# master_port

==> master_port/closeup.png <==
Region (32, 1) to (62, 31) µm. Cells in grey, sequential cells in the stronger grey; small squares are vias.
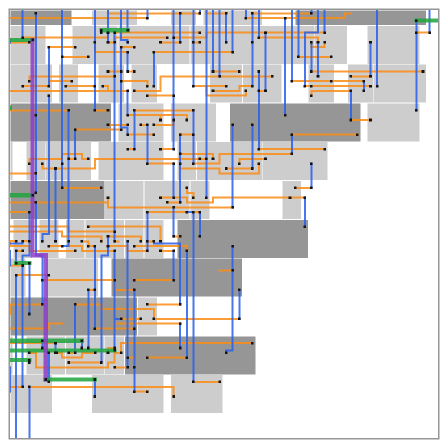
==> master_port/ff_map.png <==
Scale bar: 20 µm. Other sequential cells in the stronger grey, the rest of the logic in the fainter grey.
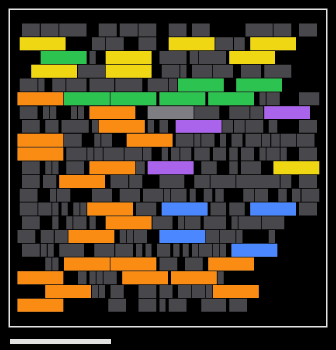
[src/rtl/bus_pkg.sv]
// -----------------------------------------------------------------------------
// bus_pkg
// Shared definitions for the serial system bus endpoints.
//   state_t      master port FSM states
//   MODE_*       transaction direction encoding (mmode / dmode)
//   DEF_*        default widths and timeout
//   cnt_width()  width of the shared bit counter
// -----------------------------------------------------------------------------
package bus_pkg;

   typedef enum logic [2:0] {
      ST_IDLE,
      ST_REQ,
      ST_ADDR,
      ST_WDATA,
      ST_RWAIT,
      ST_RDATA,
      ST_DONE
   } state_t;

   localparam logic MODE_READ  = 1'b0;
   localparam logic MODE_WRITE = 1'b1;

   localparam int DEF_ADDR_WIDTH     = 12;
   localparam int DEF_DATA_WIDTH     = 8;
   localparam int DEF_TIMEOUT_CYCLES = 256;

   // Counter must index the longer of the address and data phases.
   function automatic int cnt_width(input int aw, input int dw);
      int m;
      m = (aw > dw) ? aw : dw;
      return (m > 1) ? $clog2(m) : 1;
   endfunction

endpackage

[src/rtl/serial_shifter.sv]
// -----------------------------------------------------------------------------
// serial_shifter
// Datapath of the master port: one output shift register holding
// {write data, address} shifted out LSB first, one input shift register that
// assembles read data LSB first, and the bit counter shared by all phases.
// Ports:
//   clk, rst      clock, asynchronous active-high reset
//   load, ldata   parallel load of {wdata, addr}
//   shift_en      advance the output register by one bit
//   sout          current serial output bit
//   cap_en, sin   capture one serial input bit
//   pdata         read word including the bit being presented on sin
//   cnt_clr       clear the bit counter (priority over cnt_inc)
//   cnt_inc       increment the bit counter
//   cnt           bit counter value
// DATA_WIDTH must be at least 2.
// -----------------------------------------------------------------------------
module serial_shifter
   import bus_pkg::*;
#(
   parameter int ADDR_WIDTH = DEF_ADDR_WIDTH,
   parameter int DATA_WIDTH = DEF_DATA_WIDTH,
   parameter int CNT_W      = cnt_width(ADDR_WIDTH, DATA_WIDTH)
)(
   input  logic                           clk,
   input  logic                           rst,
   input  logic                           load,
   input  logic [ADDR_WIDTH+DATA_WIDTH-1:0] ldata,
   input  logic                           shift_en,
   output logic                           sout,
   input  logic                           cap_en,
   input  logic                           sin,
   output logic [DATA_WIDTH-1:0]          pdata,
   input  logic                           cnt_clr,
   input  logic                           cnt_inc,
   output logic [CNT_W-1:0]               cnt
);

   logic [ADDR_WIDTH+DATA_WIDTH-1:0] osr;
   // Holds the bits captured so far; the newest bit sits at the top so that
   // the finished word is {last bit, isr} with bit 0 arriving first.
   logic [DATA_WIDTH-2:0]            isr;

   assign sout  = osr[0];
   assign pdata = {sin, isr};

   always_ff @(posedge clk or posedge rst) begin
      if (rst) begin
         osr <= '0;
         isr <= '0;
         cnt <= '0;
      end else begin
         if (load)
            osr <= ldata;
         else if (shift_en)
            osr <= osr >> 1;

         if (cap_en)
            isr <= pdata[DATA_WIDTH-1:1];

         if (cnt_clr)
            cnt <= '0;
         else if (cnt_inc)
            cnt <= cnt + CNT_W'(1);
      end
   end

endmodule

[src/rtl/master_port.sv]
// -----------------------------------------------------------------------------
// master_port
// Master-side endpoint of the serial system bus. Accepts one parallel
// read/write request from a local device, requests the bus, shifts the
// address (and write data) out LSB first, and for reads deserialises the
// returned data.
// Optional feature: define MASTER_PORT_TIMEOUT_EN to abort a read after
// TIMEOUT_CYCLES clocks without svalid (drdata = all ones).
// Ports:
//   clk, rst   clock, asynchronous active-high reset
//   dvalid     device request valid        dready   port idle / accepting
//   dmode      1 = write, 0 = read         daddr    request address
//   dwdata     write data                  drdata   read data (holds)
//   drvalid    completion pulse
//   mbreq      bus request                 mbgrant  bus grant
//   mwdata     serial address/write data   mrdata   serial read data
//   mmode      direction while mvalid      mvalid   mwdata bit valid
//   svalid     mrdata bit valid
// -----------------------------------------------------------------------------
module master_port
   import bus_pkg::*;
#(
   parameter int ADDR_WIDTH     = DEF_ADDR_WIDTH,
   parameter int DATA_WIDTH     = DEF_DATA_WIDTH,
   parameter int TIMEOUT_CYCLES = DEF_TIMEOUT_CYCLES
)(
   input  logic                  clk,
   input  logic                  rst,
   input  logic                  dvalid,
   output logic                  dready,
   input  logic                  dmode,
   input  logic [ADDR_WIDTH-1:0] daddr,
   input  logic [DATA_WIDTH-1:0] dwdata,
   output logic [DATA_WIDTH-1:0] drdata,
   output logic                  drvalid,
   output logic                  mbreq,
   input  logic                  mbgrant,
   output logic                  mwdata,
   input  logic                  mrdata,
   output logic                  mmode,
   output logic                  mvalid,
   input  logic                  svalid
);

   localparam int CNT_W = cnt_width(ADDR_WIDTH, DATA_WIDTH);
   localparam logic [CNT_W-1:0] ADDR_LAST  = CNT_W'(ADDR_WIDTH - 1);
   localparam logic [CNT_W-1:0] DATA_LAST  = CNT_W'(DATA_WIDTH - 1);
   // Bit 0 is captured in RWAIT, so RDATA only counts the remaining bits.
   localparam logic [CNT_W-1:0] RDATA_LAST = CNT_W'(DATA_WIDTH - 2);

   state_t            state, nstate;
   logic              mode;
   logic              load, shift_en, cap_en, cnt_inc, cnt_clr;
   logic              rd_upd, rd_ones;
   logic              sout;
   logic [DATA_WIDTH-1:0] pdata;
   logic [CNT_W-1:0]  cnt;
   logic              tmo;

   serial_shifter #(
      .ADDR_WIDTH (ADDR_WIDTH),
      .DATA_WIDTH (DATA_WIDTH),
      .CNT_W      (CNT_W)
   ) u_shifter (
      .clk      (clk),
      .rst      (rst),
      .load     (load),
      .ldata    ({dwdata, daddr}),
      .shift_en (shift_en),
      .sout     (sout),
      .cap_en   (cap_en),
      .sin      (mrdata),
      .pdata    (pdata),
      .cnt_clr  (cnt_clr),
      .cnt_inc  (cnt_inc),
      .cnt      (cnt)
   );

`ifdef MASTER_PORT_TIMEOUT_EN
   localparam int TW = $clog2(TIMEOUT_CYCLES + 1);
   logic [TW-1:0] tcnt;
   logic          waiting;

   assign waiting = (state == ST_RWAIT) || (state == ST_RDATA);
   assign tmo     = waiting && !svalid && (tcnt == TW'(TIMEOUT_CYCLES - 1));

   always_ff @(posedge clk or posedge rst) begin
      if (rst)
         tcnt <= '0;
      else if (!waiting || svalid)
         tcnt <= '0;
      else
         tcnt <= tcnt + TW'(1);
   end
`else
   assign tmo = 1'b0;
`endif

   always_ff @(posedge clk or posedge rst) begin
      if (rst) begin
         state  <= ST_IDLE;
         mode   <= MODE_READ;
         drdata <= '0;
      end else begin
         state <= nstate;
         if (load)
            mode <= dmode;
         if (rd_ones)
            drdata <= '1;
         else if (rd_upd)
            drdata <= pdata;
      end
   end

   always_comb begin
      nstate   = state;
      dready   = 1'b0;
      mbreq    = 1'b0;
      mvalid   = 1'b0;
      mmode    = 1'b0;
      drvalid  = 1'b0;
      load     = 1'b0;
      shift_en = 1'b0;
      cap_en   = 1'b0;
      cnt_inc  = 1'b0;
      rd_upd   = 1'b0;
      rd_ones  = 1'b0;

      unique case (state)
         ST_IDLE: begin
            dready = 1'b1;
            if (dvalid) begin
               load   = 1'b1;
               nstate = ST_REQ;
            end
         end
         ST_REQ: begin
            mbreq = 1'b1;
            if (mbgrant)
               nstate = ST_ADDR;
         end
         ST_ADDR: begin
            mbreq    = 1'b1;
            mvalid   = 1'b1;
            mmode    = mode;
            shift_en = 1'b1;
            cnt_inc  = 1'b1;
            if (cnt == ADDR_LAST)
               nstate = (mode == MODE_WRITE) ? ST_WDATA : ST_RWAIT;
         end
         ST_WDATA: begin
            mbreq    = 1'b1;
            mvalid   = 1'b1;
            mmode    = mode;
            shift_en = 1'b1;
            cnt_inc  = 1'b1;
            if (cnt == DATA_LAST)
               nstate = ST_DONE;
         end
         ST_RWAIT: begin
            mbreq = 1'b1;
            if (svalid) begin
               cap_en = 1'b1;
               nstate = ST_RDATA;
            end else if (tmo) begin
               rd_ones = 1'b1;
               nstate  = ST_DONE;
            end
         end
         ST_RDATA: begin
            mbreq = 1'b1;
            if (svalid) begin
               cap_en  = 1'b1;
               cnt_inc = 1'b1;
               if (cnt == RDATA_LAST) begin
                  rd_upd = 1'b1;
                  nstate = ST_DONE;
               end
            end else if (tmo) begin
               rd_ones = 1'b1;
               nstate  = ST_DONE;
            end
         end
         ST_DONE: begin
            drvalid = 1'b1;
            nstate  = ST_IDLE;
         end
         default: nstate = ST_IDLE;
      endcase
   end

   // Bit counter restarts at every phase boundary.
   assign cnt_clr = (nstate != state);
   assign mwdata  = mvalid & sout;

endmodule

[config.mk]
export PLATFORM = sky130hd
export DESIGN_NAME = master_port
export DESIGN_NICKNAME = d
export VERILOG_FILES = /design/src/rtl/bus_pkg.sv /design/src/rtl/serial_shifter.sv /design/src/rtl/master_port.sv
export SDC_FILE = /design/constraint.sdc
export NUM_CORES = 1
export LEC_CHECK = 0
export CAP_MARGIN = 20
export CORE_UTILIZATION = 57
export CTS_BUF_LIST = sky130_fd_sc_hd__clkbuf_8
export CTS_CLUSTER_SIZE = 10
export DETAILED_ROUTE_END_ITERATION = 6
export GPL_TIMING_DRIVEN = 0
export PLACE_DENSITY = 0.87
export SYNTH_ARGS = -nofsm -noshare
export SYNTH_HDL_FRONTEND = slang
export SYNTH_SLANG_ARGS = --single-unit
[constraint.sdc]
create_clock -name clk -period 3.4 [get_ports clk]
set_input_delay 0.34 -clock clk [delete_from_list [all_inputs] [get_ports clk]]
set_output_delay 0.34 -clock clk [all_outputs]
set_load 0.005 [all_outputs]
==> out/summary.log <==
[drt] total met3 wirelength after detailed routing 262 µm
[synthesis] number of different library cells in the post-synthesis netlist 42
[synthesis] Yosys chip area 2082 µm²
[floorplanning] # rows 21
[run] number of warnings in the stage logs 27
[min_path] hold wc startpoint u_shifter.osr[17]
[outcome] result of the run complete, no violations
[synthesis] post-synthesis cell count from yosys 186
[floorplanning] Chip Area 3898 µm²
[pwr] sequential power 0.766 mW
[cells_and_area] count of non-filler cells in the finished layout 280
[clocking] clock net sink count 43
[worst_setup_path] critical path startpoint category flop
[drt] met1 wire length 1955 µm
[pwr] sum of internal, switching and leakage power 1.927 mW
[worst_setup_path] critical path start-end classification reg -> out
[timing] actual slew at the worst max-slew pin 0.8710 ns
About master_port/closeup.png:
legend:
  purple:
    layer: M4
  blue:
    layer: M2
  green:
    layer: M3
  orange:
    layer: M1
most frequent: dfrtp_1 (7), nand2_1 (6), clkdlybuf4s50_1 (6)
cells with their middle in the window: 48
netlist names of flops here include: u_shifter.cnt (4), u_shifter.osr (3)
sequential cells in the window: 7

About master_port/ff_map.png:
legend:
  blue:
    signal: u_shifter.cnt
    sequential_cells: 4
  green:
    signal: u_shifter.isr
    sequential_cells: 7
  yellow:
    signal: drdata
    sequential_cells: 8
  orange:
    signal: u_shifter.osr
    sequential_cells: 20
  purple:
    signal: state
    sequential_cells: 3
not coloured: 1
sequential portion of the cell area: 40.99%
utilization after layout: 76.85%
total area of sequential cells: 1076 µm²


# fir_seq_ctrl_flat

[config.mk]
export PLATFORM = sky130hd
export DESIGN_NAME = fir_seq_ctrl_flat
export DESIGN_NICKNAME = d
export VERILOG_FILES = /design/src/rtl/fir_seq_ctrl_if.sv /design/src/rtl/fir_seq_ctrl.sv /design/src/flat_wrapper.sv
export SDC_FILE = /design/constraint.sdc
export NUM_CORES = 1
export LEC_CHECK = 0
export CAP_MARGIN = 30
export CORE_MARGIN = 3
export CORE_UTILIZATION = 44
export CTS_BUF_LIST = sky130_fd_sc_hd__clkbuf_4 sky130_fd_sc_hd__clkbuf_8
export DETAILED_ROUTE_END_ITERATION = 8
export GPL_TIMING_DRIVEN = 0
export PLACE_DENSITY_LB_ADDON = 0.3
export SLEW_MARGIN = 20
export SYNTH_ARGS = -nofsm -noshare
export SYNTH_HDL_FRONTEND = slang
export SYNTH_SLANG_ARGS = --single-unit
[constraint.sdc]
create_clock -name clk -period 2.15 [get_ports clk]
set_clock_uncertainty 0.2 [all_clocks]
set_input_delay 0.43 -clock clk [delete_from_list [all_inputs] [get_ports clk]]
set_output_delay 0.43 -clock clk [all_outputs]
set_load 0.1 [all_outputs]
[src/rtl/fir_seq_ctrl_if.sv]
// Host/FIR-facing signal bundle for fir_seq_ctrl.
// The master modport is the host side; the slave modport is the sequencer.
interface fir_seq_ctrl_if #(
    parameter int TAP_SIZE = 6,
    parameter int X_N_SIZE = 8
);
    logic                load_req;
    logic                cfg_valid;
    logic [TAP_SIZE-1:0] cfg_data;
    logic                cfg_ready;
    logic                cfg_done;
    logic                smp_valid;
    logic [X_N_SIZE-1:0] smp_data;
    logic                smp_ready;
    logic [X_N_SIZE-1:0] fir_x_n;
    logic                fir_tvalid;
    logic                fir_set_coeffs;
    logic                busy;
    logic                err_timeout;
    logic [2:0]          state_dbg;

    modport master (
        output load_req, cfg_valid, cfg_data, smp_valid, smp_data,
        input  cfg_ready, cfg_done, smp_ready, fir_x_n, fir_tvalid,
               fir_set_coeffs, busy, err_timeout, state_dbg
    );

    modport slave (
        input  load_req, cfg_valid, cfg_data, smp_valid, smp_data,
        output cfg_ready, cfg_done, smp_ready, fir_x_n, fir_tvalid,
               fir_set_coeffs, busy, err_timeout, state_dbg
    );
endinterface

[src/rtl/fir_seq_ctrl.sv]
// Sequencer sharing the FIR x_n input between coefficient loads and sample streaming.
// Optional mid-load idle timeout is enabled by defining FIR_SEQ_TIMEOUT_EN.
module fir_seq_ctrl #(
    parameter int NBR_OF_TAPS  = 3,
    parameter int TAP_SIZE     = 6,
    parameter int X_N_SIZE     = 8,
    parameter int SETUP_CYCLES = 4,
    parameter int LOAD_TIMEOUT = 15
) (
    input logic          clk,
    input logic          reset,
    fir_seq_ctrl_if.slave bus
);

    // Handshakes: a transfer happens on a rising edge where valid & ready are
    // both high; ready is combinational from state and load_req only.

    localparam int            CW         = $clog2(NBR_OF_TAPS + 1);
    localparam logic [CW-1:0] TAPS       = CW'(NBR_OF_TAPS);
    localparam logic [CW-1:0] LAST_TAP   = CW'(NBR_OF_TAPS - 1);
    localparam logic [3:0]    SETUP_LAST = 4'(SETUP_CYCLES - 1);

    typedef enum logic [2:0] {
        ST_INIT = 3'd0,
        ST_IDLE = 3'd1,
        ST_LOAD = 3'd2,
        ST_RUN  = 3'd3,
        ST_GAP  = 3'd4
    } state_t;

    state_t              state, state_d;
    logic [3:0]          setup_cnt, setup_cnt_d;
    logic [CW-1:0]       coeff_cnt, coeff_cnt_d;
    logic                gap_to_load, gap_to_load_d;
    logic [X_N_SIZE-1:0] x_n, x_n_d;
    logic                tvalid, tvalid_d;
    logic                set_coeffs, set_coeffs_d;
    logic                cfg_done, cfg_done_d;
    logic                cfg_ready, smp_ready;
    logic                cfg_hs, smp_hs;

`ifdef FIR_SEQ_TIMEOUT_EN
    localparam int            TW      = $clog2(LOAD_TIMEOUT + 1);
    localparam logic [TW-1:0] TO_LAST = TW'(LOAD_TIMEOUT - 1);
    logic [TW-1:0] idle_cnt, idle_cnt_d;
    logic          err, err_d;
`else
    localparam int unused_load_timeout = LOAD_TIMEOUT;
`endif

    always_comb begin
        cfg_ready = (state == ST_LOAD) && (coeff_cnt < TAPS);
        smp_ready = ((state == ST_IDLE) || (state == ST_RUN)) && !bus.load_req;
        cfg_hs    = cfg_ready && bus.cfg_valid;
        smp_hs    = smp_ready && bus.smp_valid;
    end

    always_comb begin
        state_d       = state;
        setup_cnt_d   = setup_cnt;
        coeff_cnt_d   = coeff_cnt;
        gap_to_load_d = gap_to_load;
        x_n_d         = x_n;
        tvalid_d      = 1'b0;
        set_coeffs_d  = 1'b0;
        cfg_done_d    = 1'b0;
`ifdef FIR_SEQ_TIMEOUT_EN
        idle_cnt_d    = idle_cnt;
        err_d         = err;
`endif
        case (state)
            ST_INIT: begin
                if (setup_cnt == SETUP_LAST) state_d = ST_IDLE;
                else setup_cnt_d = setup_cnt + 4'd1;
            end
            ST_IDLE: begin
                // load_req wins over a simultaneous sample; smp_ready is already low
                if (bus.load_req) begin
                    state_d     = ST_LOAD;
                    coeff_cnt_d = '0;
`ifdef FIR_SEQ_TIMEOUT_EN
                    idle_cnt_d  = '0;
                    err_d       = 1'b0;
`endif
                end else if (smp_hs) begin
                    x_n_d    = bus.smp_data;
                    tvalid_d = 1'b1;
                    state_d  = ST_RUN;
                end
            end
            ST_RUN: begin
                if (bus.load_req) begin
                    state_d       = ST_GAP;
                    gap_to_load_d = 1'b1;
                end else if (smp_hs) begin
                    x_n_d    = bus.smp_data;
                    tvalid_d = 1'b1;
                end else begin
                    state_d = ST_IDLE;
                end
            end
            ST_LOAD: begin
                if (cfg_hs) begin
                    set_coeffs_d = 1'b1;
                    x_n_d        = X_N_SIZE'($signed(bus.cfg_data));
                    coeff_cnt_d  = coeff_cnt + 1'b1;
`ifdef FIR_SEQ_TIMEOUT_EN
                    idle_cnt_d   = '0;
`endif
                    if (coeff_cnt == LAST_TAP) begin
                        cfg_done_d    = 1'b1;
                        state_d       = ST_GAP;
                        gap_to_load_d = 1'b0;
                    end
                end
`ifdef FIR_SEQ_TIMEOUT_EN
                // Abandon the load; taps already shifted in are left in the FIR
                else if (idle_cnt == TO_LAST) begin
                    err_d         = 1'b1;
                    state_d       = ST_GAP;
                    gap_to_load_d = 1'b0;
                end else begin
                    idle_cnt_d = idle_cnt + 1'b1;
                end
`endif
            end
            ST_GAP: begin
                if (gap_to_load) begin
                    state_d     = ST_LOAD;
                    coeff_cnt_d = '0;
`ifdef FIR_SEQ_TIMEOUT_EN
                    idle_cnt_d  = '0;
`endif
                end else begin
                    state_d = ST_IDLE;
                end
            end
            default: state_d = ST_INIT;
        endcase
    end

    always_ff @(posedge clk) begin
        if (reset) begin
            state       <= ST_INIT;
            setup_cnt   <= '0;
            coeff_cnt   <= '0;
            gap_to_load <= 1'b0;
            x_n         <= '0;
            tvalid      <= 1'b0;
            set_coeffs  <= 1'b0;
            cfg_done    <= 1'b0;
`ifdef FIR_SEQ_TIMEOUT_EN
            idle_cnt    <= '0;
            err         <= 1'b0;
`endif
        end else begin
            state       <= state_d;
            setup_cnt   <= setup_cnt_d;
            coeff_cnt   <= coeff_cnt_d;
            gap_to_load <= gap_to_load_d;
            x_n         <= x_n_d;
            tvalid      <= tvalid_d;
            set_coeffs  <= set_coeffs_d;
            cfg_done    <= cfg_done_d;
`ifdef FIR_SEQ_TIMEOUT_EN
            idle_cnt    <= idle_cnt_d;
            err         <= err_d;
`endif
        end
    end

    assign bus.cfg_ready      = cfg_ready;
    assign bus.smp_ready      = smp_ready;
    assign bus.cfg_done       = cfg_done;
    assign bus.fir_x_n        = x_n;
    assign bus.fir_tvalid     = tvalid;
    assign bus.fir_set_coeffs = set_coeffs;
    assign bus.busy           = (state != ST_IDLE);
    assign bus.state_dbg      = state;
`ifdef FIR_SEQ_TIMEOUT_EN
    assign bus.err_timeout    = err;
`else
    assign bus.err_timeout    = 1'b0;
`endif

endmodule
[src/flat_wrapper.sv]
// flat-port wrapper written by rule: the top's interface ports become plain ports
module fir_seq_ctrl_flat 
#(
    parameter int NBR_OF_TAPS  = 3,
    parameter int TAP_SIZE     = 6,
    parameter int X_N_SIZE     = 8,
    parameter int SETUP_CYCLES = 4,
    parameter int LOAD_TIMEOUT = 15
)
  (clk, reset, bus_load_req, bus_cfg_valid, bus_cfg_data, bus_smp_valid, bus_smp_data, bus_cfg_ready, bus_cfg_done, bus_smp_ready, bus_fir_x_n, bus_fir_tvalid, bus_fir_set_coeffs, bus_busy, bus_err_timeout, bus_state_dbg);
  fir_seq_ctrl_if #(.TAP_SIZE(TAP_SIZE), .X_N_SIZE(X_N_SIZE)) bus_i ();
  input logic clk;
  input logic reset;
  input wire logic [$bits(bus_i.load_req)-1:0] bus_load_req;
  input wire logic [$bits(bus_i.cfg_valid)-1:0] bus_cfg_valid;
  input wire logic [$bits(bus_i.cfg_data)-1:0] bus_cfg_data;
  input wire logic [$bits(bus_i.smp_valid)-1:0] bus_smp_valid;
  input wire logic [$bits(bus_i.smp_data)-1:0] bus_smp_data;
  output wire logic [$bits(bus_i.cfg_ready)-1:0] bus_cfg_ready;
  output wire logic [$bits(bus_i.cfg_done)-1:0] bus_cfg_done;
  output wire logic [$bits(bus_i.smp_ready)-1:0] bus_smp_ready;
  output wire logic [$bits(bus_i.fir_x_n)-1:0] bus_fir_x_n;
  output wire logic [$bits(bus_i.fir_tvalid)-1:0] bus_fir_tvalid;
  output wire logic [$bits(bus_i.fir_set_coeffs)-1:0] bus_fir_set_coeffs;
  output wire logic [$bits(bus_i.busy)-1:0] bus_busy;
  output wire logic [$bits(bus_i.err_timeout)-1:0] bus_err_timeout;
  output wire logic [$bits(bus_i.state_dbg)-1:0] bus_state_dbg;
  assign bus_i.load_req = bus_load_req;
  assign bus_i.cfg_valid = bus_cfg_valid;
  assign bus_i.cfg_data = bus_cfg_data;
  assign bus_i.smp_valid = bus_smp_valid;
  assign bus_i.smp_data = bus_smp_data;
  assign bus_cfg_ready = bus_i.cfg_ready;
  assign bus_cfg_done = bus_i.cfg_done;
  assign bus_smp_ready = bus_i.smp_ready;
  assign bus_fir_x_n = bus_i.fir_x_n;
  assign bus_fir_tvalid = bus_i.fir_tvalid;
  assign bus_fir_set_coeffs = bus_i.fir_set_coeffs;
  assign bus_busy = bus_i.busy;
  assign bus_err_timeout = bus_i.err_timeout;
  assign bus_state_dbg = bus_i.state_dbg;
  fir_seq_ctrl #(.NBR_OF_TAPS(NBR_OF_TAPS), .TAP_SIZE(TAP_SIZE), .X_N_SIZE(X_N_SIZE), .SETUP_CYCLES(SETUP_CYCLES), .LOAD_TIMEOUT(LOAD_TIMEOUT)) u_core (.clk(clk), .reset(reset), .bus(bus_i));
endmodule
==> fir_seq_ctrl_flat/ff_map.png <==
Scale bar: 20 µm. Other sequential cells in the stronger grey, the rest of the logic in the fainter grey.
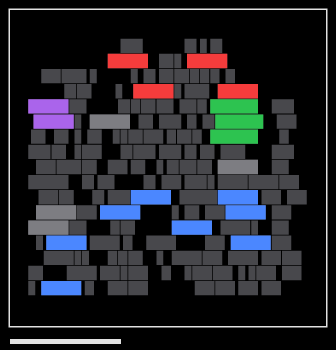
legend:
  purple:
    signal: u_core.coeff_cnt
    sequential_cells: 2
  blue:
    signal: u_core.bus.fir_x_n
    sequential_cells: 8
  red:
    signal: u_core.setup_cnt
    sequential_cells: 4
    where: top centre
  green:
    signal: u_core.bus.state_dbg
    sequential_cells: 3
utilization after layout: 67.94%
sequential power: 0.459 mW
sequential portion of the cell area: 27.40%

==> fir_seq_ctrl_flat/clock_wires.png <==
Scale bar: 20 µm.
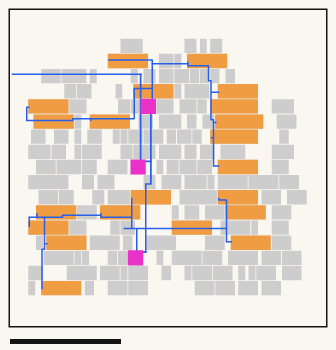
legend:
  orange:
    item: flip-flops
    count: 21
  blue:
    item: clock wires
    length: 232 µm
  magenta:
    item: clock-net drivers
    count: 3
routed clock nets: 4
latest clock arrival within the worst-skew pair: 0.30 ns
clock distribution power: 0.197 mW
clock power share: 17.5%

==> out/summary.log <==
[outcome] result of the run complete, no violations
[floorplanning] # Taps 28
[worst_setup_path] R2R Path Start u_core.bus.state_dbg[2]
[synthesis] Yosys chip area 1134 µm²
[synthesis] cell accounting for the most synthesized area sky130_fd_sc_hd__dfxtp_1
[synthesis] post-synth tally of flip-flops with integrated enable 0
[cells_and_area] Inverters 3
[floorplanning] Std-Cell Core Area 2318 µm²
[global_route] vias in the first global route 943
[cells_and_area] number of flip-flops and latches 21
[pwr] Combinational Power 0.472 mW
[timing] minimum hold slack 0.3088 ns
[synthesis] mean post-synth cell area 9.607 µm²
[worst_setup_path] crit path cell chain dlygate4sd2_1
[synthesis] yosys synthesis warning count 0
[cells_and_area] MI comb area 666.9 µm²
[worst_setup_path] Critical Path Sink bus_fir_x_n[3]
[worst_setup_path] Levels on crit path 1
[cells_and_area] total area of sequential cells 431.7 µm²
[drt] top metal layer carrying routed signals met4
[drt] number of DRC violations after detailed-routing iteration 0 15
[worst_setup_path] Reg2Reg Depth 3
[pwr] fraction of power consumed by combinational cells 41.8%
[global_route] met1 routing resource usage after global routing 21.28%
[pwr] leakage power 0.5665 nW
[global_route] Overflow after GRT 0
[global_route] most crowded layer after global routing met2
[drt] met1 wire length 1178 µm
[floorplanning] # rows 17
[synthesis] instance count of the mapped netlist 118

# ex_muldiv

File: src/rtl/ex_muldiv_pkg.sv
// Shared constants for the EX-stage multiply/divide unit: op codes, FSM states, default width.
package ex_muldiv_pkg;

  localparam int unsigned MD_WIDTH = 32;

  localparam logic [2:0] OP_MULT  = 3'd0;
  localparam logic [2:0] OP_MULTU = 3'd1;
  localparam logic [2:0] OP_DIV   = 3'd2;
  localparam logic [2:0] OP_DIVU  = 3'd3;
  localparam logic [2:0] OP_MTHI  = 3'd4;
  localparam logic [2:0] OP_MTLO  = 3'd5;

  localparam logic [1:0] ST_IDLE = 2'd0;
  localparam logic [1:0] ST_CALC = 2'd1;
  localparam logic [1:0] ST_FIN  = 2'd2;

  function automatic logic op_is_signed(input logic [2:0] op);
    return (op == OP_MULT) || (op == OP_DIV);
  endfunction

  function automatic logic op_is_div(input logic [2:0] op);
    return (op == OP_DIV) || (op == OP_DIVU);
  endfunction

endpackage

File: src/rtl/muldiv_core.sv
// Iterative radix-2 unsigned datapath: shift-add multiply or restoring divide, one step per cycle.
module muldiv_core
  import ex_muldiv_pkg::*;
#(
  parameter int unsigned WIDTH = MD_WIDTH
) (
  input  logic             clk,
  input  logic             rst,
  input  logic             load_i,
  input  logic             step_i,
  input  logic             div_i,
  input  logic [WIDTH-1:0] x_i,
  input  logic [WIDTH-1:0] y_i,
  output logic             last_c,
  output logic [WIDTH-1:0] upper_o,
  output logic [WIDTH-1:0] lower_o
);

  localparam int unsigned CNT_W = (WIDTH > 1) ? $clog2(WIDTH) : 1;

  logic [CNT_W-1:0] cnt_q, cnt_d;
  logic [WIDTH-1:0] acc_q, acc_d;
  logic [WIDTH-1:0] low_q, low_d;
  logic [WIDTH-1:0] opnd_q, opnd_d;
  logic             div_q, div_d;
  logic [WIDTH:0]   sum;
  logic [WIDTH:0]   shifted;
  logic [WIDTH:0]   diff;
  logic             ge;

  // low_q holds the multiplier (mul) or the dividend bits shifting out into the quotient (div)
  always_comb begin
    cnt_d   = cnt_q;
    acc_d   = acc_q;
    low_d   = low_q;
    opnd_d  = opnd_q;
    div_d   = div_q;
    sum     = {1'b0, acc_q} + (low_q[0] ? {1'b0, opnd_q} : '0);
    shifted = {acc_q, low_q[WIDTH-1]};
    diff    = shifted - {1'b0, opnd_q};
    ge      = (shifted >= {1'b0, opnd_q});
    if (load_i) begin
      cnt_d  = '0;
      acc_d  = '0;
      low_d  = x_i;
      opnd_d = y_i;
      div_d  = div_i;
    end else if (step_i) begin
      cnt_d = cnt_q + CNT_W'(1);
      if (div_q) begin
        acc_d = ge ? diff[WIDTH-1:0] : shifted[WIDTH-1:0];
        low_d = {low_q[WIDTH-2:0], ge};
      end else begin
        acc_d = sum[WIDTH:1];
        low_d = {sum[0], low_q[WIDTH-1:1]};
      end
    end
  end

  always_ff @(posedge clk) begin
    if (rst) begin
      cnt_q  <= '0;
      acc_q  <= '0;
      low_q  <= '0;
      opnd_q <= '0;
      div_q  <= 1'b0;
    end else begin
      cnt_q  <= cnt_d;
      acc_q  <= acc_d;
      low_q  <= low_d;
      opnd_q <= opnd_d;
      div_q  <= div_d;
    end
  end

  assign last_c  = step_i && (cnt_q == CNT_W'(WIDTH - 1));
  assign upper_o = acc_q;
  assign lower_o = low_q;

endmodule

File: src/rtl/ex_muldiv.sv
// EX-stage MULT/DIV unit with HI/LO registers: control FSM, operand sign handling, result fix-up.
module ex_muldiv
  import ex_muldiv_pkg::*;
#(
  parameter int unsigned WIDTH = MD_WIDTH
) (
  input  logic             clk,
  input  logic             rst,
  input  logic             start,
  input  logic [2:0]       op,
  input  logic [WIDTH-1:0] src_a,
  input  logic [WIDTH-1:0] src_b,
  input  logic             flush,
  output logic             busy,
  output logic             done,
  output logic [WIDTH-1:0] hi,
  output logic [WIDTH-1:0] lo
);

  logic [1:0]         state_q, state_d;
  logic [WIDTH-1:0]   hi_q, hi_d;
  logic [WIDTH-1:0]   lo_q, lo_d;
  logic               done_q, done_d;
  logic               busy_q, busy_d;
  logic               is_div_q, is_div_d;
  logic               neg_q, neg_d;
  logic               rneg_q, rneg_d;
  logic               divz_q, divz_d;
  logic               load_c, step_c, last_c;
  logic               a_sgn, b_sgn;
  logic [WIDTH-1:0]   a_mag, b_mag;
  logic [WIDTH-1:0]   core_x, core_y;
  logic [WIDTH-1:0]   core_upper, core_lower;
  logic [2*WIDTH-1:0] prod_fix;

  muldiv_core #(.WIDTH(WIDTH)) u_core (
    .clk     (clk),
    .rst     (rst),
    .load_i  (load_c),
    .step_i  (step_c),
    .div_i   (op_is_div(op)),
    .x_i     (core_x),
    .y_i     (core_y),
    .last_c  (last_c),
    .upper_o (core_upper),
    .lower_o (core_lower)
  );

  // Next-state, HI/LO write-back and launch control
  always_comb begin
    state_d  = state_q;
    hi_d     = hi_q;
    lo_d     = lo_q;
    done_d   = 1'b0;
    is_div_d = is_div_q;
    neg_d    = neg_q;
    rneg_d   = rneg_q;
    divz_d   = divz_q;
    load_c   = 1'b0;
    step_c   = 1'b0;
    a_sgn    = op_is_signed(op) && src_a[WIDTH-1];
    b_sgn    = op_is_signed(op) && src_b[WIDTH-1];
    a_mag    = a_sgn ? -src_a : src_a;
    b_mag    = b_sgn ? -src_b : src_b;
    core_x   = op_is_div(op) ? a_mag : b_mag;
    core_y   = op_is_div(op) ? b_mag : a_mag;
    prod_fix = neg_q ? -{core_upper, core_lower} : {core_upper, core_lower};
    case (state_q)
      ST_IDLE: begin
        if (start && !flush) begin
          case (op)
            OP_MULT, OP_MULTU, OP_DIV, OP_DIVU: begin
              load_c   = 1'b1;
              is_div_d = op_is_div(op);
              neg_d    = a_sgn ^ b_sgn;
              rneg_d   = a_sgn;
              divz_d   = (src_b == '0);
              state_d  = ST_CALC;
            end
            OP_MTHI: hi_d = src_a;
            OP_MTLO: lo_d = src_a;
            default: ;
          endcase
        end
      end
      ST_CALC: begin
        step_c = 1'b1;
        if (last_c) state_d = ST_FIN;
      end
      ST_FIN: begin
        state_d = ST_IDLE;
        done_d  = 1'b1;
        if (is_div_q) begin
          lo_d = divz_q ? '1 : (neg_q ? -core_lower : core_lower);
          hi_d = rneg_q ? -core_upper : core_upper;
        end else begin
          hi_d = prod_fix[2*WIDTH-1:WIDTH];
          lo_d = prod_fix[WIDTH-1:0];
        end
      end
      default: state_d = ST_IDLE;
    endcase
    if (flush) begin
      state_d = ST_IDLE;
      hi_d    = hi_q;
      lo_d    = lo_q;
      done_d  = 1'b0;
      load_c  = 1'b0;
      step_c  = 1'b0;
    end
    busy_d = (state_d != ST_IDLE);
  end

  always_ff @(posedge clk) begin
    if (rst) begin
      state_q  <= ST_IDLE;
      hi_q     <= '0;
      lo_q     <= '0;
      done_q   <= 1'b0;
      busy_q   <= 1'b0;
      is_div_q <= 1'b0;
      neg_q    <= 1'b0;
      rneg_q   <= 1'b0;
      divz_q   <= 1'b0;
    end else begin
      state_q  <= state_d;
      hi_q     <= hi_d;
      lo_q     <= lo_d;
      done_q   <= done_d;
      busy_q   <= busy_d;
      is_div_q <= is_div_d;
      neg_q    <= neg_d;
      rneg_q   <= rneg_d;
      divz_q   <= divz_d;
    end
  end

  assign busy = busy_q;
  assign done = done_q;
  assign hi   = hi_q;
  assign lo   = lo_q;

endmodule

File: config.mk
export PLATFORM = sky130hd
export DESIGN_NAME = ex_muldiv
export DESIGN_NICKNAME = d
export VERILOG_FILES = /design/src/rtl/ex_muldiv_pkg.sv /design/src/rtl/muldiv_core.sv /design/src/rtl/ex_muldiv.sv
export SDC_FILE = /design/constraint.sdc
export NUM_CORES = 1
export LEC_CHECK = 0
export ABC_CLOCK_PERIOD_IN_PS = 5200
export CORE_MARGIN = 2
export CORE_UTILIZATION = 30
export CTS_BUF_LIST = sky130_fd_sc_hd__clkbuf_4 sky130_fd_sc_hd__clkbuf_8 sky130_fd_sc_hd__clkbuf_16
export DETAILED_ROUTE_END_ITERATION = 6
export DONT_BUFFER_PORTS = 1
export PLACE_DENSITY = 0.51
export SYNTH_ARGS = -nofsm -noshare
export SYNTH_HDL_FRONTEND = slang
export SYNTH_SLANG_ARGS = --single-unit
File: constraint.sdc
create_clock -name clk -period 5.2 [get_ports clk]
set_input_delay 1.04 -clock clk [delete_from_list [all_inputs] [get_ports clk]]
set_output_delay 1.04 -clock clk [all_outputs]
set_load 0.01 [all_outputs]
==> ex_muldiv/closeup.png <==
Region (154, 41) to (184, 71) µm. Cells in grey, sequential cells in the stronger grey; small squares are vias.
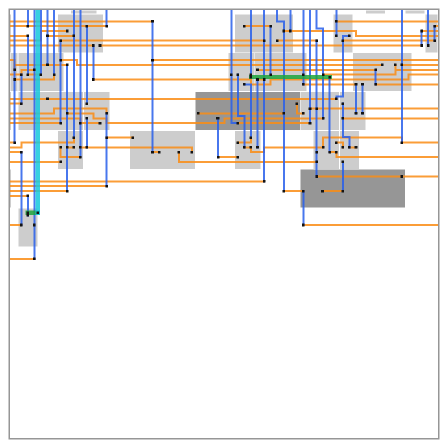
legend:
  green:
    layer: M3
  blue:
    layer: M2
  cyan:
    layer: M4
  orange:
    layer: M1
netlist names of flops here include: u_core.upper_o (2)
cells with their middle in the window: 19
most frequent: a21oi_1 (4)
sequential cells in the window: 2

==> ex_muldiv/clock_wires.png <==
Scale bar: 50 µm.
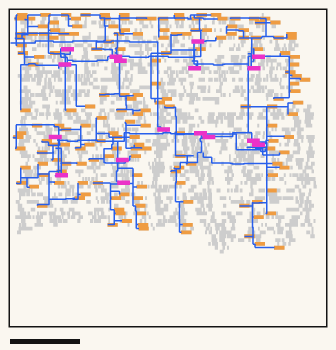
legend:
  blue:
    item: clock wires
    length: 2,950 µm
  magenta:
    item: clock-net drivers
    count: 17
  orange:
    item: flip-flops
    count: 174
routed clock nets: 18
latest clock arrival within the worst-skew pair: 0.47 ns
clock power share: 36.5%
Clock Skew: 0.01478 ns
clock distribution power: 1.30 mW

==> ex_muldiv/m2.png <==
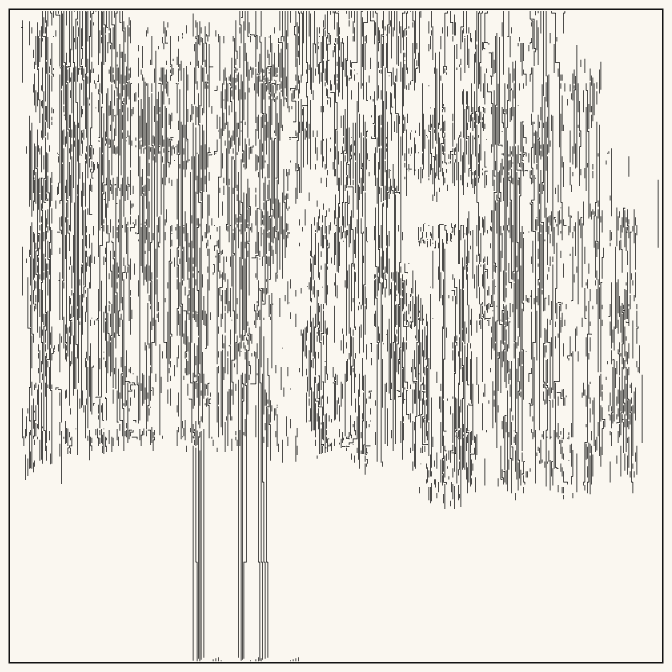
nets with wire on the layer: 1,646
wire length on this layer: 27.6 mm
share of all routed wire: 46%
final WL: 60,530 µm
global routing met2 resource utilization: 36.65%
total via count in the routed design: 14.97k

==> out/summary.log <==
[outcome] failing checks DRC
[timing] worst max-slew margin expressed relative to the limit 24.53%
[synthesis] leading cell types by total area after synthesis sky130_fd_sc_hd__dfxtp_1 24%, sky130_fd_sc_hd__a21oi_1 7.4%, sky130_fd_sc_hd__ha_1 6.0%
[placed_design] placed cell areas 15,180 µm²
[min_path] hold crit path type reg -> reg
[clocking] maximum clock insertion buffer count 2
[drt] number of remaining DRC errors 5
[clocking] number of cells upsized or downsized after cts 0
[global_route] Total GRT Usage 23.24%
[cells_and_area] total area of sequential cells 3485 µm²
[floorplanning] # rows 81
[min_path] hold wc startpoint u_core.opnd_q[15]
[global_route] vias in the first global route 13.85k
[synthesis] Synth top area share 23.74%
[cells_and_area] top logic cells by instance count in the layout 226 x sky130_fd_sc_hd__nand2_1, 218 x sky130_fd_sc_hd__a21oi_1, 216 x sky130_fd_sc_hd__nor2_1, 173 x sky130_fd_sc_hd__dfxtp_1, 157 x sky130_fd_sc_hd__o21ai_0
[worst_setup_path] crit path DRT 5.53 ns
[worst_setup_path] family with the most delay on the worst path AND-OR/OR-AND gates
[timing] final critical-path required period 3.922 ns
[cells_and_area] post-layout instance area 15,730 µm²
[worst_setup_path] crit path cell chain ha_1 > a21o_1 > a31oi_1 > nand2_1 > a41o_1 > a41oi_1 > o21ai_0 > a31oi_4 > buf_4 > mux2_2 > mux2i_1 > a21oi_1
[timing] minimum hold slack 0.4548 ns
[worst_setup_path] Reg2Reg Depth 12
[outcome] result of the run finished with violations
[drt] number of DRC violations after detailed-routing iteration 0 1,110
[worst_setup_path] Critical Path Sink u_core.upper_o[15]

# wb_port_arbiter

==> wb_port_arbiter/closeup.png <==
Region (38, 3) to (68, 33) µm. Cells in grey, sequential cells in the stronger grey; small squares are vias.
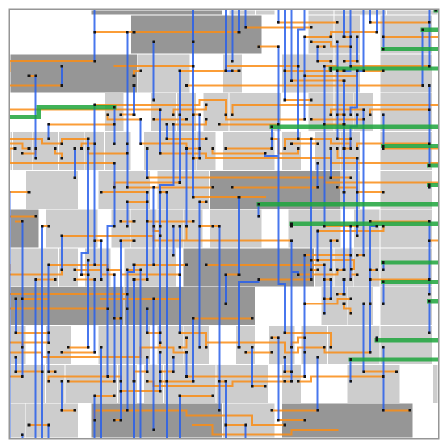
File: config.mk
export PLATFORM = sky130hd
export DESIGN_NAME = wb_port_arbiter
export DESIGN_NICKNAME = d
export VERILOG_FILES = /design/src/rtl/wb_port_arbiter.sv
export SDC_FILE = /design/constraint.sdc
export NUM_CORES = 1
export LEC_CHECK = 0
export CAP_MARGIN = 20
export CORE_MARGIN = 1
export CORE_UTILIZATION = 41
export CTS_BUF_LIST = sky130_fd_sc_hd__clkbuf_2
export DETAILED_ROUTE_END_ITERATION = 10
export PLACE_DENSITY = 0.95
export SLEW_MARGIN = 20
export SYNTH_ARGS = -nofsm -noshare
export SYNTH_HDL_FRONTEND = slang
export SYNTH_SLANG_ARGS = --single-unit
File: constraint.sdc
create_clock -name clock -period 2.35 [get_ports clock]
set_input_delay 0.47 -clock clock [delete_from_list [all_inputs] [get_ports clock]]
set_output_delay 0.47 -clock clock [all_outputs]
set_load 0.005 [all_outputs]
File: src/rtl/wb_port_arbiter.sv
// Register-file writeback arbiter: the MEM/WB pipe write has priority over the aux port.
// Define WB_ARB_STARVE_GUARD_EN to add the anti-starvation WAIT/FORCE machine.
module wb_port_arbiter #(
  parameter int STARVE_LIMIT = 4
) (
  input  logic        clock,
  input  logic        reset,
  input  logic        pipe_valid,
  input  logic        pipe_regwrite,
  input  logic [4:0]  pipe_rd,
  input  logic [31:0] pipe_data,
  input  logic        aux_valid,
  input  logic [4:0]  aux_rd,
  input  logic [31:0] aux_data,
  output logic        aux_ready,
  output logic        stall_pipe,
  output logic        rf_we,
  output logic [4:0]  rf_waddr,
  output logic [31:0] rf_wdata,
  output logic        rf_src
);

  logic pipe_eff, aux_xfer;

`ifdef WB_ARB_STARVE_GUARD_EN
  typedef enum logic [1:0] {IDLE, WAIT, FORCE} state_t;
  localparam logic [7:0] LIMIT = 8'(STARVE_LIMIT);

  state_t     state;
  logic [7:0] wait_cnt;
  logic [7:0] cnt_inc;

  assign stall_pipe = (state == FORCE);
  assign cnt_inc    = wait_cnt + 8'd1;

  always_ff @(posedge clock or negedge reset) begin
    if (!reset) begin
      state    <= IDLE;
      wait_cnt <= 8'd0;
    end else begin
      case (state)
        IDLE: if (aux_valid && !aux_ready) begin
          wait_cnt <= 8'd1;
          // A limit of 1 means the first blocked cycle already starves aux.
          state    <= (LIMIT == 8'd1) ? FORCE : WAIT;
        end
        WAIT: if (aux_valid && !aux_ready) begin
          wait_cnt <= cnt_inc;
          if (cnt_inc == LIMIT) state <= FORCE;
        end else begin
          state    <= IDLE;
          wait_cnt <= 8'd0;
        end
        default: begin
          state    <= IDLE;
          wait_cnt <= 8'd0;
        end
      endcase
    end
  end
`else
  assign stall_pipe = 1'b0;
`endif

  // In FORCE the pipe request is dropped (upstream is stalled and re-presents it).
  assign pipe_eff  = pipe_valid & pipe_regwrite & (pipe_rd != 5'd0) & ~stall_pipe;
  assign aux_ready = reset & aux_valid & (~pipe_eff | stall_pipe);
  assign aux_xfer  = aux_valid & aux_ready;

  always_ff @(posedge clock or negedge reset) begin
    if (!reset) begin
      rf_we    <= 1'b0;
      rf_waddr <= 5'd0;
      rf_wdata <= 32'd0;
      rf_src   <= 1'b0;
    end else if (pipe_eff) begin
      rf_we    <= 1'b1;
      rf_waddr <= pipe_rd;
      rf_wdata <= pipe_data;
      rf_src   <= 1'b0;
    end else if (aux_xfer && aux_rd != 5'd0) begin
      rf_we    <= 1'b1;
      rf_waddr <= aux_rd;
      rf_wdata <= aux_data;
      rf_src   <= 1'b1;
    end else begin
      rf_we    <= 1'b0;
    end
  end

endmodule

==> out/summary.log <==
[cells_and_area] logic share of the area 25.21%
[global_route] most crowded layer after global routing met2
[timing] worst max-slew margin expressed relative to the limit 66.44%
[global_route] number of antenna violations at the first check in global routing 0
[run] number of warnings in the stage logs 26
[worst_setup_path] Levels on crit path 5
[global_route] grt met3 use 7.648%
[synthesis] Adder-Cell Fraction of Synth Area 0%
[outcome] result of the run complete, no violations
[worst_setup_path] family with the most delay on the worst path buffers and inverters
[synthesis] mapped cell area 1903 µm²
[worst_setup_path] crit path DRT 1.88 ns
[cells_and_area] number of flip-flops and latches 39
[worst_setup_path] critical path startpoint category input port
[placed_design] HPWL after detailed placement 4161 µm
Notes on wb_port_arbiter/closeup.png above:
legend:
  orange:
    layer: M1
  blue:
    layer: M2
  green:
    layer: M3
sequential cells in the window: 8
cells with their middle in the window: 83
most frequent: clkdlybuf4s50_1 (31), a21oi_1 (22), nor2_1 (11)
netlist names of flops here include: rf_wdata (8)


# game_sequencer

==> game_sequencer/clock_wires.png <==
Scale bar: 20 µm.
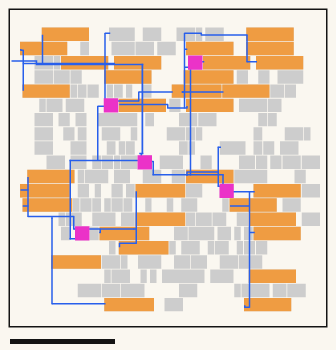
==> src/rtl/game_sequencer.sv <==
// game_sequencer: phase sequencer, game_tik generator, turn buffer and score
// keeper sitting between vga_tracker and the snake FSM.
// Optional feature: define PAUSE_EN to enable PLAY<->PAUSE toggling via a
// rising edge on both buttons held together.
module game_sequencer #(
  parameter int unsigned FRAMES_PER_TIK_INIT = 15,
  parameter int unsigned FRAMES_PER_TIK_MIN  = 4,
  parameter int unsigned SPEEDUP_EVERY       = 4,
  parameter int unsigned SCORE_W             = 8
) (
  input  logic               clock_25,
  input  logic               reset,
  input  logic               frame_tik,
  input  logic               right_P,
  input  logic               left_P,
  input  logic               fruit_eaten,
  input  logic               collision,
  output logic               game_tik,
  output logic               turn_right,
  output logic               turn_left,
  output logic [SCORE_W-1:0] score,
  output logic [1:0]         game_state,
  output logic [3:0]         frames_per_tik
);

  typedef enum logic [1:0] {
    ST_IDLE  = 2'b00,
    ST_PLAY  = 2'b01,
    ST_OVER  = 2'b10,
    ST_PAUSE = 2'b11
  } state_e;

  localparam logic [3:0]         PER_INIT = 4'(FRAMES_PER_TIK_INIT);
  localparam logic [3:0]         PER_MIN  = 4'(FRAMES_PER_TIK_MIN);
  localparam logic [SCORE_W-1:0] SPD_MASK = SCORE_W'(SPEEDUP_EVERY - 1);

  state_e             state_q, state_d;
  logic [SCORE_W-1:0] score_q, score_d;
  logic [3:0]         fpt_q, fpt_d;   // announced period, changed by speedups
  logic [3:0]         act_q, act_d;   // period of the running count
  logic [3:0]         cnt_q, cnt_d;
  logic               tik_q, tik_d;
  logic               pend_r_q, pend_r_d;
  logic               pend_l_q, pend_l_d;

  logic [1:0] r_sync_q, l_sync_q;
  logic       r_prev_q, l_prev_q, both_prev_q;

  logic press_r, press_l, both_rise, pr, pl, any_press;

  // Button synchronizers and edge-detect history
  always_ff @(posedge clock_25 or negedge reset) begin
    if (!reset) begin
      r_sync_q    <= '0;
      l_sync_q    <= '0;
      r_prev_q    <= 1'b0;
      l_prev_q    <= 1'b0;
      both_prev_q <= 1'b0;
    end else begin
      r_sync_q    <= {r_sync_q[0], right_P};
      l_sync_q    <= {l_sync_q[0], left_P};
      r_prev_q    <= r_sync_q[1];
      l_prev_q    <= l_sync_q[1];
      both_prev_q <= r_sync_q[1] & l_sync_q[1];
    end
  end

  // Press decode; a both-buttons edge suppresses single presses in that cycle
  always_comb begin
    press_r   = r_sync_q[1] & ~r_prev_q;
    press_l   = l_sync_q[1] & ~l_prev_q;
    both_rise = r_sync_q[1] & l_sync_q[1] & ~both_prev_q;
    pr        = press_r & ~both_rise;
    pl        = press_l & ~both_rise;
    any_press = pr | pl;
  end

  // State, score, period, counter and turn-buffer registers
  always_ff @(posedge clock_25 or negedge reset) begin
    if (!reset) begin
      state_q  <= ST_IDLE;
      score_q  <= '0;
      fpt_q    <= PER_INIT;
      act_q    <= PER_INIT;
      cnt_q    <= '0;
      tik_q    <= 1'b0;
      pend_r_q <= 1'b0;
      pend_l_q <= 1'b0;
    end else begin
      state_q  <= state_d;
      score_q  <= score_d;
      fpt_q    <= fpt_d;
      act_q    <= act_d;
      cnt_q    <= cnt_d;
      tik_q    <= tik_d;
      pend_r_q <= pend_r_d;
      pend_l_q <= pend_l_d;
    end
  end

  // Next-state logic for phases, tik generation, scoring and turn capture
  always_comb begin
    state_d  = state_q;
    score_d  = score_q;
    fpt_d    = fpt_q;
    act_d    = act_q;
    cnt_d    = cnt_q;
    tik_d    = 1'b0;
    pend_r_d = 1'b0;
    pend_l_d = 1'b0;
    case (state_q)
      ST_IDLE: begin
        if (any_press) begin
          state_d = ST_PLAY;
          score_d = '0;
          fpt_d   = PER_INIT;
          act_d   = PER_INIT;
          cnt_d   = '0;
        end
      end
      ST_PLAY: begin
        // Entry is free again in the tik cycle, so a press there opens the next period
        if (tik_q || !(pend_r_q || pend_l_q)) begin
          pend_r_d = pr;
          pend_l_d = pl;
        end else begin
          pend_r_d = pend_r_q;
          pend_l_d = pend_l_q;
        end
        // Speedups only land in fpt; the running count keeps act until it wraps
        if (frame_tik) begin
          if (cnt_q == 4'(act_q - 4'd1)) begin
            cnt_d = '0;
            act_d = fpt_q;
            tik_d = 1'b1;
          end else begin
            cnt_d = 4'(cnt_q + 4'd1);
          end
        end
        if (fruit_eaten && (score_q != '1)) begin
          score_d = SCORE_W'(score_q + 1'b1);
          if (((score_d & SPD_MASK) == '0) && (fpt_q > PER_MIN))
            fpt_d = 4'(fpt_q - 4'd1);
        end
        if (collision) begin
          state_d = ST_OVER;
          tik_d   = 1'b0;
        end
`ifdef PAUSE_EN
        else if (both_rise) begin
          state_d  = ST_PAUSE;
          tik_d    = 1'b0;
          cnt_d    = cnt_q;
          act_d    = act_q;
          pend_r_d = 1'b0;
          pend_l_d = 1'b0;
        end
`endif
      end
      ST_OVER: begin
        if (any_press) state_d = ST_IDLE;
      end
`ifdef PAUSE_EN
      ST_PAUSE: begin
        if (both_rise) state_d = ST_PLAY;
      end
`endif
      default: state_d = ST_IDLE;
    endcase
  end

  assign game_tik       = tik_q;
  assign turn_right     = tik_q & pend_r_q;
  assign turn_left      = tik_q & pend_l_q;
  assign score          = score_q;
  assign game_state     = state_q;
  assign frames_per_tik = fpt_q;

endmodule

==> config.mk <==
export PLATFORM = sky130hd
export DESIGN_NAME = game_sequencer
export DESIGN_NICKNAME = d
export VERILOG_FILES = /design/src/rtl/game_sequencer.sv
export SDC_FILE = /design/constraint.sdc
export NUM_CORES = 1
export LEC_CHECK = 0
export CAP_MARGIN = 20
export CORE_UTILIZATION = 48
export DETAILED_ROUTE_END_ITERATION = 12
export PLACE_DENSITY = 0.71
export SYNTH_ARGS = -nofsm -noshare
export SYNTH_HDL_FRONTEND = slang
export SYNTH_SLANG_ARGS = --single-unit
==> constraint.sdc <==
create_clock -name clock_25 -period 2 [get_ports clock_25]
set_input_delay 0.5 -clock clock_25 [delete_from_list [all_inputs] [get_ports clock_25]]
set_output_delay 0.5 -clock clock_25 [all_outputs]
set_load 0.01 [all_outputs]
==> out/summary.log <==
[run] max-cap check violation count 0
[cells_and_area] top logic cells by instance count in the layout 22 x sky130_fd_sc_hd__dfrtp_1, 21 x sky130_fd_sc_hd__clkdlybuf4s50_1, 10 x sky130_fd_sc_hd__nand2_1, 10 x sky130_fd_sc_hd__nor2_1
[drt] number of DRC violations after detailed-routing iteration 0 39
[min_path] hold wc startpoint l_sync_q[0]
[cells_and_area] Final Net Count 194
[worst_setup_path] cell type of the slowest stage on the worst timing path sky130_fd_sc_hd__dfstp_2
[clocking] CTS H-Tree Depth 2
[timing] count of endpoints failing hold in the final timing report 0
[drt] average via count per standard cell 5.445
[synthesis] async set-or-reset flop fraction in the synthesized netlist 100.0%
[global_route] grt met3 use 5.330%
[clocking] CTS Buf Count 5
[synthesis] instance count of the mapped netlist 149
[cells_and_area] Clock buf/inv share 3.395%
[cells_and_area] count of antenna diodes in the layout 0
[floorplanning] # Taps 44
[global_route] most crowded layer after global routing met2
[placed_design] total of buffers placed on input and output ports 23
[worst_setup_path] Arr. time, crit path 1.45 ns
[outcome] result of the run complete, no violations
[cells_and_area] Inverters 9
[worst_setup_path] crit end category output pin
About game_sequencer/clock_wires.png:
legend:
  blue:
    item: clock wires
    length: 372 µm
  magenta:
    item: clock-net drivers
    count: 5
  orange:
    item: flip-flops
    count: 32
routed clock nets: 6
flops lie: all over the die
Clock Skew: 0.004696 ns
latest clock arrival within the worst-skew pair: 0.33 ns
clock distribution power: 0.412 mW
clock power share: 20.4%



==> gallery <==
Cells by drive strength.
Plate I
Scale bar: 50 µm.
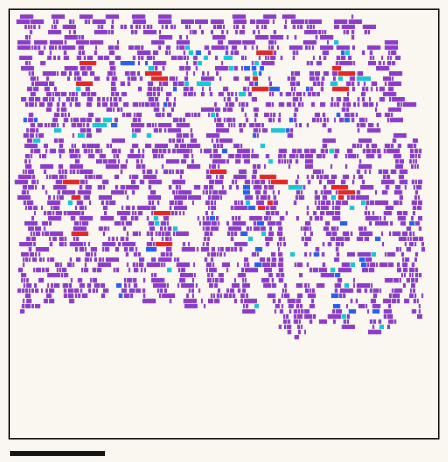
Plate II
Scale bar: 20 µm.
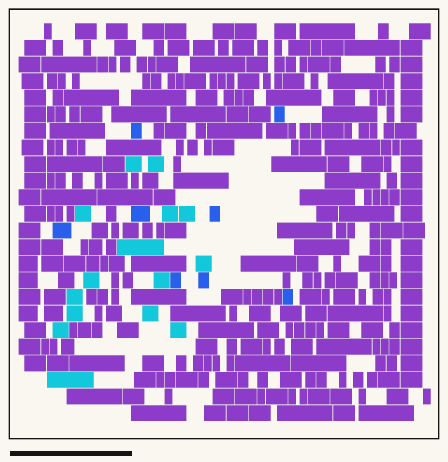
Plate III
Scale bar: 20 µm.
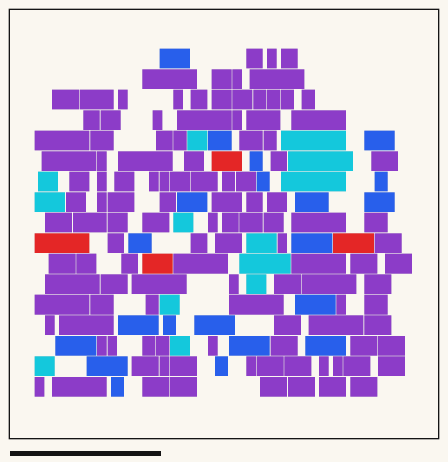
Plate IV
Scale bar: 20 µm.
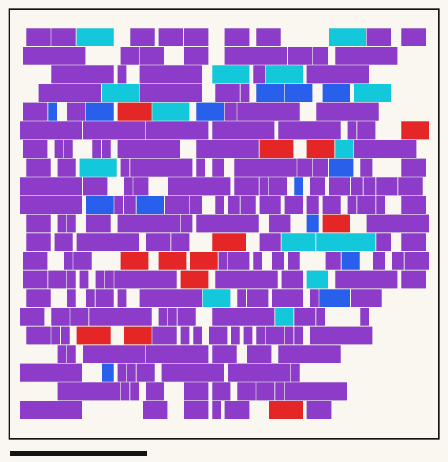
Plate V
Scale bar: 20 µm.
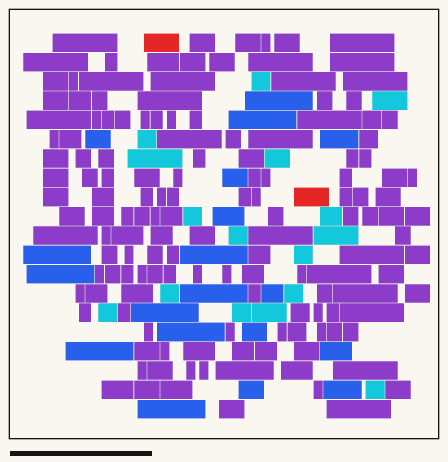
fir_seq_ctrl_flat: Plate III
master_port: Plate IV
ex_muldiv: Plate I
game_sequencer: Plate V
wb_port_arbiter: Plate II
Of these, largest die: Plate I
Of these, most cells: Plate I

Power is estimated from default activity; no workload was simulated.
